=== design 1 ===
$ cat config.mk
export PLATFORM = sky130hd
export DESIGN_NAME = tanimoto_comparator_wrapper
export DESIGN_NICKNAME = d
export VERILOG_FILES = /design/src/rtl/tanimoto_comparator_wrapper_pkg.sv /design/src/rtl/tanimoto_comparator_wrapper_min_c_table.sv /design/src/rtl/tanimoto_comparator_wrapper.sv
export SDC_FILE = /design/constraint.sdc
export NUM_CORES = 1
export LEC_CHECK = 0
export CORE_MARGIN = 8
export CORE_UTILIZATION = 40
export CTS_CLUSTER_DIAMETER = 60
export DETAILED_ROUTE_END_ITERATION = 16
export GPL_TIMING_DRIVEN = 0
export PLACE_DENSITY = 0.52
export REMOVE_ABC_BUFFERS = 1
export SKIP_CTS_REPAIR_TIMING = 1
export SYNTH_ARGS = -nofsm -noshare
export SYNTH_HDL_FRONTEND = slang
export SYNTH_SLANG_ARGS = --single-unit
$ cat constraint.sdc
create_clock -name clk -period 9.5 [get_ports clk]
set_input_delay 2.85 -clock clk [delete_from_list [all_inputs] [get_ports clk]]
set_output_delay 2.85 -clock clk [all_outputs]
set_load 0.02 [all_outputs]
$ cat src/rtl/tanimoto_comparator_wrapper_pkg.sv
// Shared width helpers and load-FSM state encoding for the Tanimoto
// threshold comparator.
package tanimoto_comparator_wrapper_pkg;

  function automatic int cnt_width(input int vector_width);
    return $clog2(vector_width);
  endfunction

  function automatic int sum_width(input int vector_width);
    return $clog2(2 * vector_width + 1);
  endfunction

  typedef enum logic [1:0] {
    IDLE  = 2'd0,
    LOAD  = 2'd1,
    READY = 2'd2
  } state_e;

endpackage

$ cat src/rtl/tanimoto_comparator_wrapper_min_c_table.sv
// Minimum-intersection lookup table indexed by A+B: one synchronous write
// port, one synchronous read port.
module tanimoto_comparator_wrapper_min_c_table #(
  parameter int DEPTH = 71,
  parameter int AW    = 7,
  parameter int DW    = 7
) (
  input  logic          clk,
  input  logic          wr_en,
  input  logic [AW-1:0] wr_addr,
  input  logic [DW-1:0] wr_data,
  input  logic [AW-1:0] rd_addr,
  output logic [DW-1:0] rd_data
);

  logic [DW-1:0] mem [DEPTH];

  // Read returns the pre-write contents when both ports hit the same entry.
  always_ff @(posedge clk) begin
    if (wr_en) mem[wr_addr] <= wr_data;
    rd_data <= mem[rd_addr];
  end

endmodule

$ cat src/rtl/tanimoto_comparator_wrapper.sv
// Tanimoto threshold stage: a load FSM precomputes minC[A+B] whenever the
// threshold changes, so the streaming path is a single table compare.
//
//   state | meaning
//   IDLE  | after reset, table invalid, inputs dropped
//   LOAD  | walking s = 0..2*VECTOR_WIDTH, writing minC[s]
//   READY | table valid, inputs accepted
module tanimoto_comparator_wrapper
  import tanimoto_comparator_wrapper_pkg::*;
#(
  parameter  int VECTOR_WIDTH = 35,
  parameter  int BUS_WIDTH    = 20,
  localparam int CNT_WIDTH    = cnt_width(VECTOR_WIDTH),
  localparam int SUM_WIDTH    = sum_width(VECTOR_WIDTH)
) (
  input  logic                 clk,
  input  logic                 rst,
  input  logic [CNT_WIDTH-1:0] i_CntA,
  input  logic [CNT_WIDTH-1:0] i_CntB,
  input  logic [CNT_WIDTH-1:0] i_CntC,
  input  logic                 i_WrThreshold,
  input  logic [CNT_WIDTH-1:0] i_Threshold,
  input  logic                 i_Valid,
  output logic                 o_Valid,
  output logic                 o_Ready,
  output logic                 o_Dout
);

  localparam int TBL_DEPTH = 2 * VECTOR_WIDTH + 1;
  localparam int DW        = CNT_WIDTH + 1;
  localparam int PW        = CNT_WIDTH + SUM_WIDTH + 1;
  localparam logic [SUM_WIDTH-1:0] LAST_S = SUM_WIDTH'(2 * VECTOR_WIDTH);

  if (BUS_WIDTH < 1) begin : g_bus_width_check
    $error("BUS_WIDTH must be positive");
  end

  state_e               state;
  logic [CNT_WIDTH-1:0] th_q;
  logic [SUM_WIDTH-1:0] s_q;
  logic [DW-1:0]        c_q;
  logic [SUM_WIDTH-1:0] diff;
  logic [PW-1:0]        lhs;
  logic [PW-1:0]        rhs;
  logic                 step_pass;
  logic                 wr_en;

  // c never exceeds s during the walk, so s - c cannot wrap.
  assign diff      = s_q - SUM_WIDTH'(c_q);
  assign lhs       = PW'(c_q) << CNT_WIDTH;
  assign rhs       = PW'(th_q) * PW'(diff);
  assign step_pass = (lhs >= rhs);
  assign wr_en     = (state == LOAD) && step_pass && !i_WrThreshold;

  always_ff @(posedge clk or posedge rst) begin
    if (rst) begin
      state   <= IDLE;
      th_q    <= '0;
      s_q     <= '0;
      c_q     <= '0;
      o_Ready <= 1'b0;
    end else if (i_WrThreshold) begin
      state   <= LOAD;
      th_q    <= i_Threshold;
      s_q     <= '0;
      c_q     <= '0;
      o_Ready <= 1'b0;
    end else begin
      case (state)
        LOAD: begin
          if (step_pass) begin
            if (s_q == LAST_S) begin
              state   <= READY;
              o_Ready <= 1'b1;
            end else begin
              s_q <= s_q + SUM_WIDTH'(1);
            end
          end else begin
            c_q <= c_q + DW'(1);
          end
        end
        default: ;
      endcase
    end
  end

  logic [CNT_WIDTH-1:0] a1, b1, c1, s2_c;
  logic                 s1_valid, s2_valid, s2_empty;
  logic [SUM_WIDTH-1:0] rd_addr;
  logic [DW-1:0]        rd_data;

  assign rd_addr = SUM_WIDTH'(a1) + SUM_WIDTH'(b1);

  tanimoto_comparator_wrapper_min_c_table #(
    .DEPTH (TBL_DEPTH),
    .AW    (SUM_WIDTH),
    .DW    (DW)
  ) u_min_c_table (
    .clk     (clk),
    .wr_en   (wr_en),
    .wr_addr (s_q),
    .wr_data (c_q),
    .rd_addr (rd_addr),
    .rd_data (rd_data)
  );

  // Empty union (A+B == C) must fail even though minC[0] is zero.
  always_ff @(posedge clk or posedge rst) begin
    if (rst) begin
      a1       <= '0;
      b1       <= '0;
      c1       <= '0;
      s1_valid <= 1'b0;
      s2_c     <= '0;
      s2_empty <= 1'b0;
      s2_valid <= 1'b0;
      o_Valid  <= 1'b0;
      o_Dout   <= 1'b0;
    end else begin
      s1_valid <= i_Valid && o_Ready;
      if (i_Valid && o_Ready) begin
        a1 <= i_CntA;
        b1 <= i_CntB;
        c1 <= i_CntC;
      end
      s2_valid <= s1_valid;
      s2_c     <= c1;
      s2_empty <= (rd_addr == SUM_WIDTH'(c1));
      o_Valid  <= s2_valid;
      o_Dout   <= s2_valid && !s2_empty && (DW'(s2_c) >= rd_data);
    end
  end

endmodule

=== design 2 ===
--- src/rtl/fft_stage_gen.sv ---
// One radix-2 DIT stage of an 8-point complex FFT: four butterflies per vector, optional /2 scaling, saturating outputs.
// Latency: 2 cycles (stage A registers x[i] and the twiddled x[j], stage B registers the saturated butterfly results).
// Backpressure: valid/ready; each stage advances only into a free or draining slot, output held stable while stalled.
// Ports: clk, rst (async active-low); in_r/in_i/in_valid/in_ready input vector; out_r/out_i/out_valid/out_ready
//        result vector; ovf/ovf_clr sticky saturation flag; frame_cnt counts output transfers (wraps).
module fft_stage_gen #(
    parameter int N     = 4,
    parameter int STAGE = 3,
    parameter int SCALE = 0
) (
    input  logic                clk,
    input  logic                rst,
    input  logic [8*(2**N)-1:0] in_r,
    input  logic [8*(2**N)-1:0] in_i,
    input  logic                in_valid,
    output logic                in_ready,
    output logic [8*(2**N)-1:0] out_r,
    output logic [8*(2**N)-1:0] out_i,
    output logic                out_valid,
    input  logic                out_ready,
    output logic                ovf,
    input  logic                ovf_clr,
    output logic [15:0]         frame_cnt
);
    localparam int W  = 2**N;
    localparam int D  = 2**(STAGE-1);
    localparam int PW = 2*W + 2;
    // cos(pi/4) in Q(W-1); the real->longint cast rounds to nearest.
    localparam longint C_FULL = longint'(0.70710678 * (2.0 ** (W-1)));
    localparam logic signed [W:0] C = (W+1)'(C_FULL);

    if (STAGE < 1 || STAGE > 3) begin : g_bad_stage
        $error("fft_stage_gen: STAGE must be in 1..3");
    end

    logic signed [W-1:0] xa_r_d [4];
    logic signed [W-1:0] xa_i_d [4];
    logic signed [W:0]   t_r_d  [4];
    logic signed [W:0]   t_i_d  [4];
    logic signed [W-1:0] xa_r_q [4];
    logic signed [W-1:0] xa_i_q [4];
    logic signed [W:0]   t_r_q  [4];
    logic signed [W:0]   t_i_q  [4];
    logic signed [W-1:0] y_r_d  [8];
    logic signed [W-1:0] y_i_d  [8];
    logic [3:0]          sat_b;
    logic                va, vb, adv_a, adv_b;

    function automatic logic signed [W+1:0] scl(input logic signed [W+1:0] v);
        return (SCALE != 0) ? (v >>> 1) : v;
    endfunction

    // A W+2-bit value fits in W bits exactly when its top three bits agree.
    function automatic logic ovr(input logic signed [W+1:0] v);
        return !((v[W+1:W-1] == 3'b000) || (v[W+1:W-1] == 3'b111));
    endfunction

    function automatic logic signed [W-1:0] clip(input logic signed [W+1:0] v);
        if (ovr(v)) return v[W+1] ? {1'b1, {(W-1){1'b0}}} : {1'b0, {(W-1){1'b1}}};
        return v[W-1:0];
    endfunction

    for (genvar b = 0; b < 4; b++) begin : g_bfly
        // b-th element with bit STAGE-1 clear, its partner and its twiddle exponent.
        localparam int I = ((b >> (STAGE-1)) << STAGE) | (b & (D-1));
        localparam int J = I + D;
        localparam int K = (I % D) * (4 / D);

        logic signed [W-1:0]  br, bi;
        logic signed [PW-1:0] pr, pi, p_sum, p_dif;
        logic signed [W:0]    tr, ti;
        logic signed [W+1:0]  s_r, s_i, d_r, d_i;
        logic signed [W+1:0]  ss_r, ss_i, sd_r, sd_i;

        assign xa_r_d[b] = in_r[W*I +: W];
        assign xa_i_d[b] = in_i[W*I +: W];
        assign br        = in_r[W*J +: W];
        assign bi        = in_i[W*J +: W];

        assign pr    = PW'(C) * PW'(br);
        assign pi    = PW'(C) * PW'(bi);
        assign p_sum = pr + pi;
        assign p_dif = pi - pr;

        // One floor shift on the full-precision sum, never per product.
        always_comb begin
            tr = {br[W-1], br};
            ti = {bi[W-1], bi};
            case (K)
                1: begin
                    tr = (W+1)'(p_sum >>> (W-1));
                    ti = (W+1)'(p_dif >>> (W-1));
                end
                2: begin
                    tr = {bi[W-1], bi};
                    ti = -{br[W-1], br};
                end
                3: begin
                    tr = (W+1)'(p_dif >>> (W-1));
                    ti = (W+1)'((-p_sum) >>> (W-1));
                end
                default: ;
            endcase
        end

        assign t_r_d[b] = tr;
        assign t_i_d[b] = ti;

        // Butterfly at W+2 bits so nothing wraps before scaling and saturation.
        assign s_r = (W+2)'(xa_r_q[b]) + (W+2)'(t_r_q[b]);
        assign s_i = (W+2)'(xa_i_q[b]) + (W+2)'(t_i_q[b]);
        assign d_r = (W+2)'(xa_r_q[b]) - (W+2)'(t_r_q[b]);
        assign d_i = (W+2)'(xa_i_q[b]) - (W+2)'(t_i_q[b]);

        assign ss_r = scl(s_r);
        assign ss_i = scl(s_i);
        assign sd_r = scl(d_r);
        assign sd_i = scl(d_i);

        assign y_r_d[I]  = clip(ss_r);
        assign y_i_d[I]  = clip(ss_i);
        assign y_r_d[J]  = clip(sd_r);
        assign y_i_d[J]  = clip(sd_i);
        assign sat_b[b]  = ovr(ss_r) | ovr(ss_i) | ovr(sd_r) | ovr(sd_i);
    end

    assign adv_b     = !vb || out_ready;
    assign adv_a     = !va || adv_b;
    assign in_ready  = rst && adv_a;
    assign out_valid = vb;

    always_ff @(posedge clk or negedge rst) begin
        if (!rst) begin
            va <= 1'b0;
            for (int b = 0; b < 4; b++) begin
                xa_r_q[b] <= '0;
                xa_i_q[b] <= '0;
                t_r_q[b]  <= '0;
                t_i_q[b]  <= '0;
            end
        end else if (adv_a) begin
            va <= in_valid;
            if (in_valid) begin
                for (int b = 0; b < 4; b++) begin
                    xa_r_q[b] <= xa_r_d[b];
                    xa_i_q[b] <= xa_i_d[b];
                    t_r_q[b]  <= t_r_d[b];
                    t_i_q[b]  <= t_i_d[b];
                end
            end
        end
    end

    always_ff @(posedge clk or negedge rst) begin
        if (!rst) begin
            vb        <= 1'b0;
            out_r     <= '0;
            out_i     <= '0;
            ovf       <= 1'b0;
            frame_cnt <= '0;
        end else begin
            if (adv_b) begin
                vb <= va;
                if (va) begin
                    for (int k = 0; k < 8; k++) begin
                        out_r[W*k +: W] <= y_r_d[k];
                        out_i[W*k +: W] <= y_i_d[k];
                    end
                end
            end
            // A saturating load outranks a simultaneous clear.
            if (adv_b && va && (|sat_b)) ovf <= 1'b1;
            else if (ovf_clr)            ovf <= 1'b0;
            if (vb && out_ready) frame_cnt <= frame_cnt + 16'd1;
        end
    end
endmodule

--- config.mk ---
export PLATFORM = sky130hd
export DESIGN_NAME = fft_stage_gen
export DESIGN_NICKNAME = d
export VERILOG_FILES = /design/src/rtl/fft_stage_gen.sv
export SDC_FILE = /design/constraint.sdc
export NUM_CORES = 2
export LEC_CHECK = 0
export CAP_MARGIN = 20
export CORE_ASPECT_RATIO = 0.75
export CORE_UTILIZATION = 60
export CTS_BUF_LIST = sky130_fd_sc_hd__clkbuf_2
export DETAILED_ROUTE_END_ITERATION = 7
export GPL_ROUTABILITY_DRIVEN = 0
export PLACE_DENSITY = 0.84
export SYNTH_ARGS = -nofsm -noshare
export SYNTH_HDL_FRONTEND = slang
export SYNTH_SLANG_ARGS = --single-unit
--- constraint.sdc ---
create_clock -name clk -period 5.4 [get_ports clk]
set_clock_uncertainty 0.15 [all_clocks]
set_input_delay 1.08 -clock clk [delete_from_list [all_inputs] [get_ports clk]]
set_output_delay 1.08 -clock clk [all_outputs]
set_load 0.02 [all_outputs]
=== design 3 ===
### src/rtl/verlet_integrator_array.sv
// Multi-body fixed-point position-Verlet integrator: q(t+dt) = 2q(t) - q(t-dt) + a*dt^2.
// Define VERLET_SAT_EN to saturate results to W bits; otherwise results wrap.
module verlet_integrator_array #(
  parameter int W     = 32,
  parameter int FRAC  = 16,
  parameter int NBODY = 8,
  parameter int IW    = (NBODY > 1) ? $clog2(NBODY) : 1
) (
  input  logic          clk,
  input  logic          rst_n,
  input  logic          load_en,
  input  logic [IW-1:0] load_idx,
  input  logic [W-1:0]  load_q_old,
  input  logic [W-1:0]  load_q,
  input  logic          start,
  input  logic [W-1:0]  cfg_dt2,
  input  logic          acc_valid,
  output logic          acc_ready,
  input  logic [W-1:0]  acc_data,
  output logic          pos_valid,
  input  logic          pos_ready,
  output logic [W-1:0]  pos_data,
  output logic [IW-1:0] pos_idx,
  output logic          pos_last,
  output logic          busy,
  output logic          step_done
);

  typedef enum logic [1:0] {S_IDLE, S_RUN, S_DRAIN} state_e;

  localparam logic [IW-1:0] LAST = IW'(NBODY - 1);

  state_e                 state_q;
  logic [W-1:0]           q_q     [NBODY];
  logic [W-1:0]           q_old_q [NBODY];
  logic [W-1:0]           dt2_q;
  logic [IW-1:0]          in_cnt_q;

  logic                   s1_valid_q;
  logic signed [2*W-1:0]  s1_p_q;
  logic signed [W+1:0]    s1_s_q;
  logic [IW-1:0]          s1_idx_q;

  logic                   pos_valid_q;
  logic [W-1:0]           pos_data_q;
  logic [IW-1:0]          pos_idx_q;
  logic                   pos_last_q;
  logic                   step_done_q;

  logic                   stall;
  logic                   acc_hs;
  logic                   out_hs;
  logic signed [2*W-1:0]  prod;
  logic signed [2*W-1:0]  p_d;
  logic [W-1:0]           q_k;
  logic [W-1:0]           qo_k;
  logic signed [W+1:0]    s_d;
  logic signed [2*W-1:0]  r;
  logic [W-1:0]           red;

  assign stall     = pos_valid_q & ~pos_ready;
  assign acc_ready = (state_q == S_RUN) & ~stall;
  assign acc_hs    = acc_valid & acc_ready;
  assign out_hs    = pos_valid_q & pos_ready;

  // Full-width signed product; the arithmetic shift floors toward minus infinity.
  assign prod = $signed({{W{acc_data[W-1]}}, acc_data}) * $signed({{W{dt2_q[W-1]}}, dt2_q});
  assign p_d  = prod >>> FRAC;

  assign q_k  = q_q[in_cnt_q];
  assign qo_k = q_old_q[in_cnt_q];
  assign s_d  = $signed({q_k[W-1], q_k, 1'b0}) - $signed({{2{qo_k[W-1]}}, qo_k});

  assign r = s1_p_q + $signed({{(W-2){s1_s_q[W+1]}}, s1_s_q});

`ifdef VERLET_SAT_EN
  localparam logic signed [2*W-1:0] R_MAX = {{(W+1){1'b0}}, {(W-1){1'b1}}};
  localparam logic signed [2*W-1:0] R_MIN = {{(W+1){1'b1}}, {(W-1){1'b0}}};

  always_comb begin
    red = r[W-1:0];
    if (r > R_MAX)      red = {1'b0, {(W-1){1'b1}}};
    else if (r < R_MIN) red = {1'b1, {(W-1){1'b0}}};
  end
`else
  assign red = W'(r);
`endif

  always_ff @(posedge clk or negedge rst_n) begin
    if (!rst_n) begin
      state_q     <= S_IDLE;
      dt2_q       <= '0;
      in_cnt_q    <= '0;
      s1_valid_q  <= 1'b0;
      s1_p_q      <= '0;
      s1_s_q      <= '0;
      s1_idx_q    <= '0;
      pos_valid_q <= 1'b0;
      pos_data_q  <= '0;
      pos_idx_q   <= '0;
      pos_last_q  <= 1'b0;
      step_done_q <= 1'b0;
      for (int i = 0; i < NBODY; i++) begin
        q_q[i]     <= '0;
        q_old_q[i] <= '0;
      end
    end else begin
      step_done_q <= 1'b0;
      case (state_q)
        S_IDLE: begin
          if (load_en) begin
            q_old_q[load_idx] <= load_q_old;
            q_q[load_idx]     <= load_q;
          end
          if (start) begin
            dt2_q    <= cfg_dt2;
            in_cnt_q <= '0;
            state_q  <= S_RUN;
          end
        end
        S_RUN: begin
          if (acc_hs) begin
            in_cnt_q <= in_cnt_q + 1'b1;
            if (in_cnt_q == LAST) state_q <= S_DRAIN;
          end
        end
        S_DRAIN: begin
          if (out_hs && pos_last_q) begin
            state_q     <= S_IDLE;
            step_done_q <= 1'b1;
          end
        end
        default: state_q <= S_IDLE;
      endcase

      // Both stages advance together; a held output freezes the whole pipe.
      if (!stall) begin
        s1_valid_q <= acc_hs;
        if (acc_hs) begin
          s1_p_q   <= p_d;
          s1_s_q   <= s_d;
          s1_idx_q <= in_cnt_q;
        end
        pos_valid_q <= s1_valid_q;
        if (s1_valid_q) begin
          pos_data_q          <= red;
          pos_idx_q           <= s1_idx_q;
          pos_last_q          <= (s1_idx_q == LAST);
          q_old_q[s1_idx_q]   <= q_q[s1_idx_q];
          q_q[s1_idx_q]       <= red;
        end
      end
    end
  end

  assign pos_valid = pos_valid_q;
  assign pos_data  = pos_data_q;
  assign pos_idx   = pos_idx_q;
  assign pos_last  = pos_last_q;
  assign busy      = (state_q != S_IDLE);
  assign step_done = step_done_q;

endmodule

### config.mk
export PLATFORM = sky130hd
export DESIGN_NAME = verlet_integrator_array
export DESIGN_NICKNAME = d
export VERILOG_FILES = /design/src/rtl/verlet_integrator_array.sv
export SDC_FILE = /design/constraint.sdc
export NUM_CORES = 2
export LEC_CHECK = 0
export CAP_MARGIN = 0
export CORE_MARGIN = 2
export CORE_UTILIZATION = 47
export CTS_BUF_LIST = sky130_fd_sc_hd__clkbuf_2 sky130_fd_sc_hd__clkbuf_4 sky130_fd_sc_hd__clkbuf_8
export DETAILED_ROUTE_END_ITERATION = 7
export PLACE_DENSITY = 0.67
export SYNTH_ARGS = -nofsm -noshare
export SYNTH_HDL_FRONTEND = slang
export SYNTH_SLANG_ARGS = --single-unit
export TNS_END_PERCENT = 50
### constraint.sdc
create_clock -name clk -period 10.5 [get_ports clk]
set_clock_uncertainty 0.1 [all_clocks]
set_input_delay 2.1 -clock clk [delete_from_list [all_inputs] [get_ports clk]]
set_output_delay 2.1 -clock clk [all_outputs]
set_load 0.005 [all_outputs]

==> gallery <==
Signal wires by layer.
image #1
Drawn at 2 px/um. Two of the layers only.
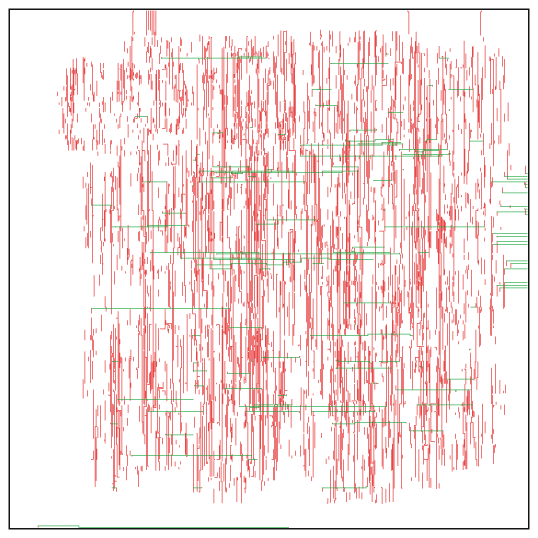
image #2
Drawn at 1 px/um. Two of the layers only.
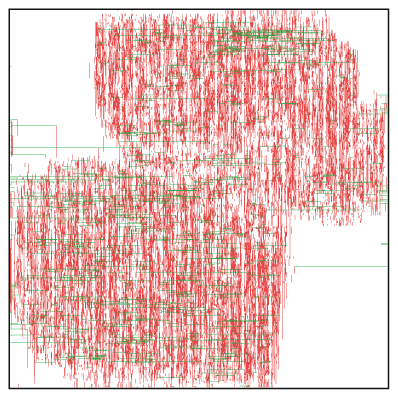
image #3
Drawn at 1.5 px/um. Two of the layers only.
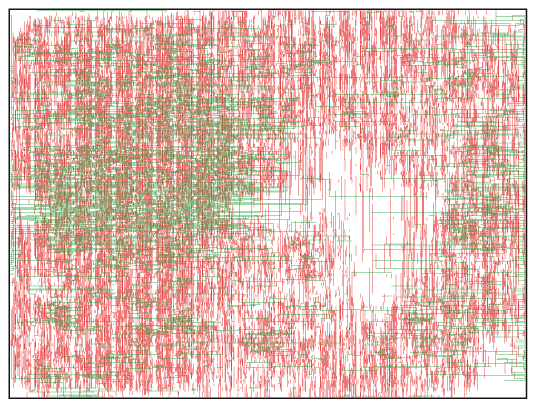
- design 1 = image #1
- design 2 = image #3
- design 3 = image #2
Of these, most wire: image #3
Of these, largest die: image #2

Key to image #3:
green -> metal 3  # wire length 30.5 mm
red -> metal 2  # wire length 92.4 mm

==> design_3/io_placement.png <==
Drawn at 1 px/um. Pins as bars across the die edge, other pins in gray.
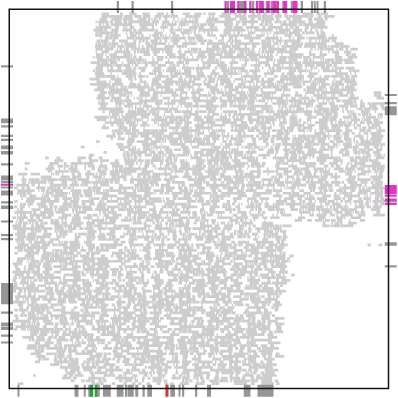
magenta -> cfg_dt2  # pins 32, direction input, edge 22 top, 9 right, 1 left
red -> busy  # pins 1, direction output, edge bottom
green -> load_idx  # pins 3, direction input, edge bottom
die height: 378 um
number of input and output port buffers inserted: 176
x dimension of the die: 378 um

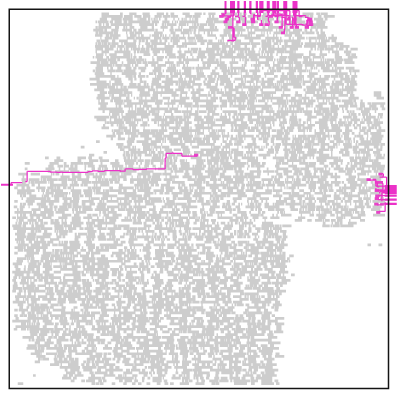
(design_3/io_fan.png)
Drawn at 1 px/um.
magenta -> cfg_dt2  # bits 32, direction input, edge 22 top, 9 right, 1 left, end cells 32, buffers 32, wire 920 um
I/O pin cnt: 177

==> flow_results.xml, design 3 <==
<?xml version="1.0" encoding="UTF-8"?>
<metrics>
  <group name="synth">
    <metric name="synth_cells" unit="">6549</metric>
    <metric name="area_fraction_in_xor_and_xnor_cells" unit="%">1.57</metric>
    <metric name="synth.top_cells.by_count" unit="">sky130_fd_sc_hd__nand2_1, sky130_fd_sc_hd__fa_1, sky130_fd_sc_hd__inv_1</metric>
    <metric name="synth_cell_type_count" unit="">67</metric>
    <metric name="top_cell" unit="">sky130_fd_sc_hd__nand2_1</metric>
    <metric name="topCombFamilyByArea" unit="">adder cells</metric>
  </group>
  <group name="timing">
    <metric name="timing_worst_slew_pin_value" unit="ns">1.24</metric>
    <metric name="timing.final.max_slew_violations" unit="">0</metric>
    <metric name="timing.hold.ws" unit="ns">0.382</metric>
  </group>
  <group name="critical_path">
    <metric name="worst_path_largest_cell_delay" unit="ns">0.87</metric>
  </group>
  <group name="run_status">
    <metric name="outcome" unit="">finished, final reports clean</metric>
  </group>
  <group name="routing">
    <metric name="routedWlPerCell" unit="um">22.6</metric>
  </group>
  <group name="global_routing">
    <metric name="overflow_left_after_global_routing" unit="">0</metric>
  </group>
  <group name="cells_and_area">
    <metric name="clock_buffers" unit="">169</metric>
    <metric name="num-nets-final" unit="">7693</metric>
  </group>
</metrics>
==> design 3: worst max-delay path: cells and delay by family <==
family                     cells  cell delay [ns]
AOI/OAI and AO/OA              9             1.47
adders and majority gates      9             4.29
buffers and inverters          4             1.48
and+or+nand+nor                2             0.73
==> design 3: layer usage <==
metal | part of all wire, % | vias up | GRT usage, %
met3 | 6.9 | 398 | 4.37
met4 | 3.6 | 14 | 9.89
met2 | 49 | 1858 | 45.1
li1 | - | 21000 | -
met5 | 0.048 | - | 0
met1 | 41 | 24900 | 36.6
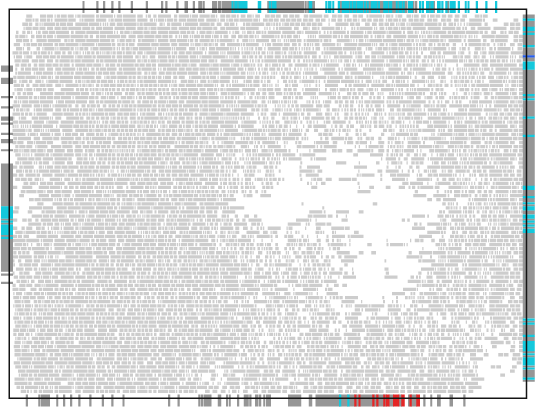
(design_2/io_placement.png)
Drawn at 1.5 px/um. Pins as bars across the die edge, other pins in gray.
red -> frame_cnt  # pins 16, direction output, edge bottom
blue -> ovf  # pins 1, direction output, edge right
cyan -> out_r  # pins 128, direction output, edge 73 top, 40 right, 13 left, 2 bottom
all pins by edge = 180 right, 155 top, 131 bottom, 70 left
number of input and output port buffers inserted: 535
x dimension of the die: 344 um
die height: 258 um

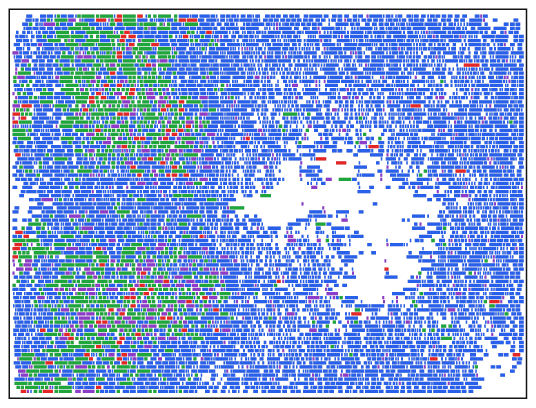
(design_2/sizes.png)
Drawn at 1.5 px/um.
blue -> _0 and _1 cells  # cells 5886
purple -> _2 cells  # cells 516
green -> _3 and _4 cells  # cells 845
red -> _6 and larger  # cells 113
buffers outside the clock class: 1291
Design Area, Final: 0.0700 mm2

==> flow_results.xml, design 2 <==
<?xml version="1.0" encoding="UTF-8"?>
<metrics>
  <group name="run_status">
    <metric name="outcome" unit="">finished with violations</metric>
    <metric name="violated_checks" unit="">DRC, setup timing</metric>
  </group>
  <group name="synth">
    <metric name="synth_cells" unit="">6033</metric>
    <metric name="synth.largest_area_cell" unit="">sky130_fd_sc_hd__dfrtp_1</metric>
    <metric name="ys_cells" unit="">6033</metric>
    <metric name="synth_area" unit="mm2">0.0526</metric>
    <metric name="synthesis.area_per_instance" unit="um2">8.72</metric>
    <metric name="synth_adder_area_share" unit="%">31.0</metric>
    <metric name="topCombFamilyByArea" unit="">adder cells</metric>
  </group>
  <group name="timing">
    <metric name="timing_worst_slew_pin_value" unit="ns">1.16</metric>
    <metric name="setup_viol_count_final" unit="">69</metric>
    <metric name="timing.final.ws_setup" unit="ns">-2.86</metric>
    <metric name="maxSlewHeadroom" unit="%">22.1</metric>
  </group>
  <group name="critical_path">
    <metric name="crit_buf_inv" unit="">7</metric>
    <metric name="worst_path_dominant_cell_family" unit="">adder cells</metric>
    <metric name="criticalPathCategory" unit="">input pin to flip-flop</metric>
    <metric name="worst_setup_path_end_kind" unit="">flip-flop</metric>
  </group>
  <group name="clocking">
    <metric name="post_cts_hold_buffer_count" unit="">94</metric>
    <metric name="worstSkewPairLatency" unit="ns">1.41</metric>
    <metric name="cts.root.buffer_cell" unit="">sky130_fd_sc_hd__clkbuf_2</metric>
  </group>
  <group name="cells_and_area">
    <metric name="drive_gt1_share" unit="%">20.0</metric>
    <metric name="comb-cell-share" unit="%">56.2</metric>
    <metric name="mi_logic_area" unit="mm2">0.0393</metric>
    <metric name="fin_util" unit="%">81.0</metric>
    <metric name="reg.largest.list" unit="">out_i (128), out_r (128), t_i_q (67)</metric>
  </group>
  <group name="routing">
    <metric name="detail_route.vias_per_cell" unit="">6.48</metric>
    <metric name="drtIter0Drc" unit="">7175</metric>
    <metric name="remaining_drc_errors" unit="">248</metric>
    <metric name="m1_wl" unit="mm">76.0</metric>
  </group>
  <group name="placed_design">
    <metric name="numPlacedInstances" unit="">8034</metric>
    <metric name="dpl.hpwl" unit="mm">131</metric>
  </group>
  <group name="global_routing">
    <metric name="grt_antenna_before_repair" unit="">14</metric>
  </group>
  <group name="floorplan">
    <metric name="chipArea" unit="mm2">0.0888</metric>
  </group>
</metrics>
==> design 2: worst paths after layout <==
check | to | startpoint | slack, ns | cells past startpoint
min reg2reg | out_r[124] | out_r[124] | 0.33 | 2
max in group asynchronous | out_r[17] | rst | 2.69 | 5
max | t_r_q[50] | in_i[87] | -2.86 | 34
max reg2reg | out_i[27] | t_i_q[35] | -0.10 | 13
min in group asynchronous | xa_i_q[1] | rst | 0.62 | 3
min | xa_r_q[39] | in_r[23] | 0.11 | 3
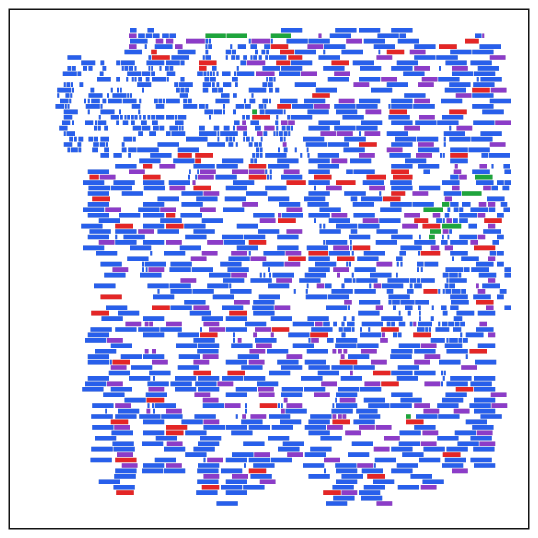
(design_1/sizes.png)
Drawn at 2 px/um.
purple -> _2 cells  # cells 221
blue -> _0 and _1 cells  # cells 1045
red -> _6 and larger  # cells 85
green -> _3 and _4 cells  # cells 12
buffers outside the clock class: 46
Design Area, Final: 0.0270 mm2
Area growth syn-to-layout: 14.1%

==> flow_results.xml, design 1 <==
<?xml version="1.0" encoding="UTF-8"?>
<metrics>
  <group name="run_status">
    <metric name="outcome" unit="">finished, final reports clean</metric>
  </group>
  <group name="critical_path">
    <metric name="worstRegToRegCells" unit="">28</metric>
    <metric name="worstSetupStartpointType" unit="">flip-flop</metric>
  </group>
  <group name="synth">
    <metric name="synthesis.area_per_instance" unit="um2">18.7</metric>
    <metric name="synth_cells" unit="">1265</metric>
    <metric name="top_cell" unit="">sky130_fd_sc_hd__edfxtp_1</metric>
  </group>
  <group name="global_routing">
    <metric name="grt_max_degree" unit="">77</metric>
    <metric name="grt_util_all_layers" unit="%">15.8</metric>
  </group>
  <group name="min_path">
    <metric name="holdPathStages" unit="">0</metric>
  </group>
  <group name="timing">
    <metric name="finalHoldViolCount" unit="">0</metric>
  </group>
  <group name="floorplan">
    <metric name="num_rows" unit="">89</metric>
  </group>
  <group name="cells_and_area">
    <metric name="seq_area" unit="mm2">0.0164</metric>
    <metric name="mi_logic_area" unit="mm2">0.00693</metric>
    <metric name="buffer_area_share" unit="%">2.41</metric>
  </group>
  <group name="routing">
    <metric name="route.antenna.remaining_nets" unit="">0</metric>
  </group>
</metrics>
-- design 1: routing by layer --
layer / track usage [%] / vias up / wire [um]
li1: - / 5093 / -
met1: 21.7 / 6076 / 24100
met2: 25.2 / 199 / 25200
met3: 2.93 / 72 / 2330
met4: 5.05 / 0 / 1160
met5: 0 / - / 0
-- design 1: registers in the layout, indices dropped and copies added (netlist names), 7 cells and up --
| register | count |
|---|---|
| u_min_c_table.rd_data | 7 |
| u_min_c_table.mem | 497 |
| s_q | 7 |
| c_q | 7 |


## Gallery

Cell outlines without signal wires.
shot_01.png
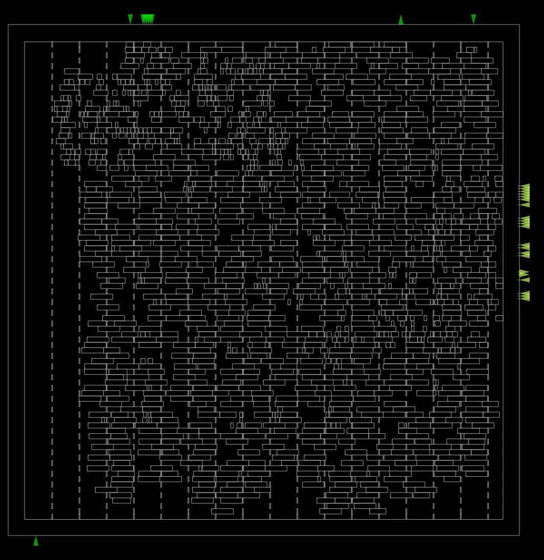
shot_02.png
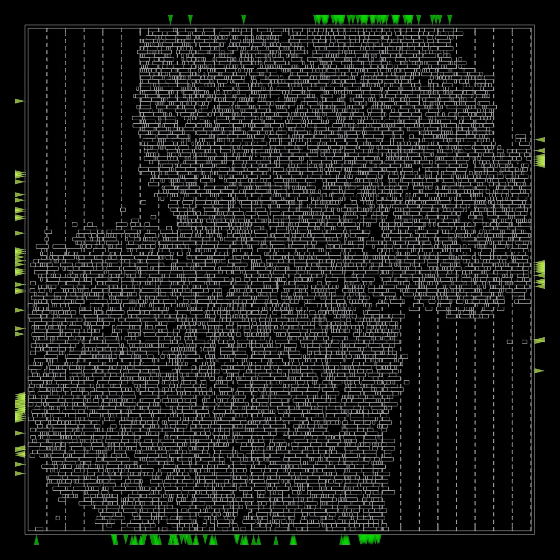
shot_03.png
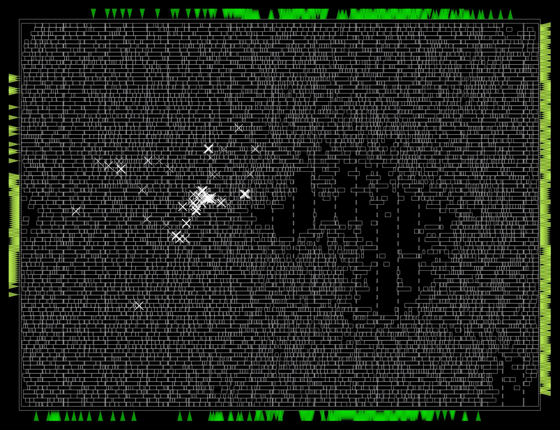
shot_01.png is design 1.
shot_03.png is design 2.
shot_02.png is design 3.

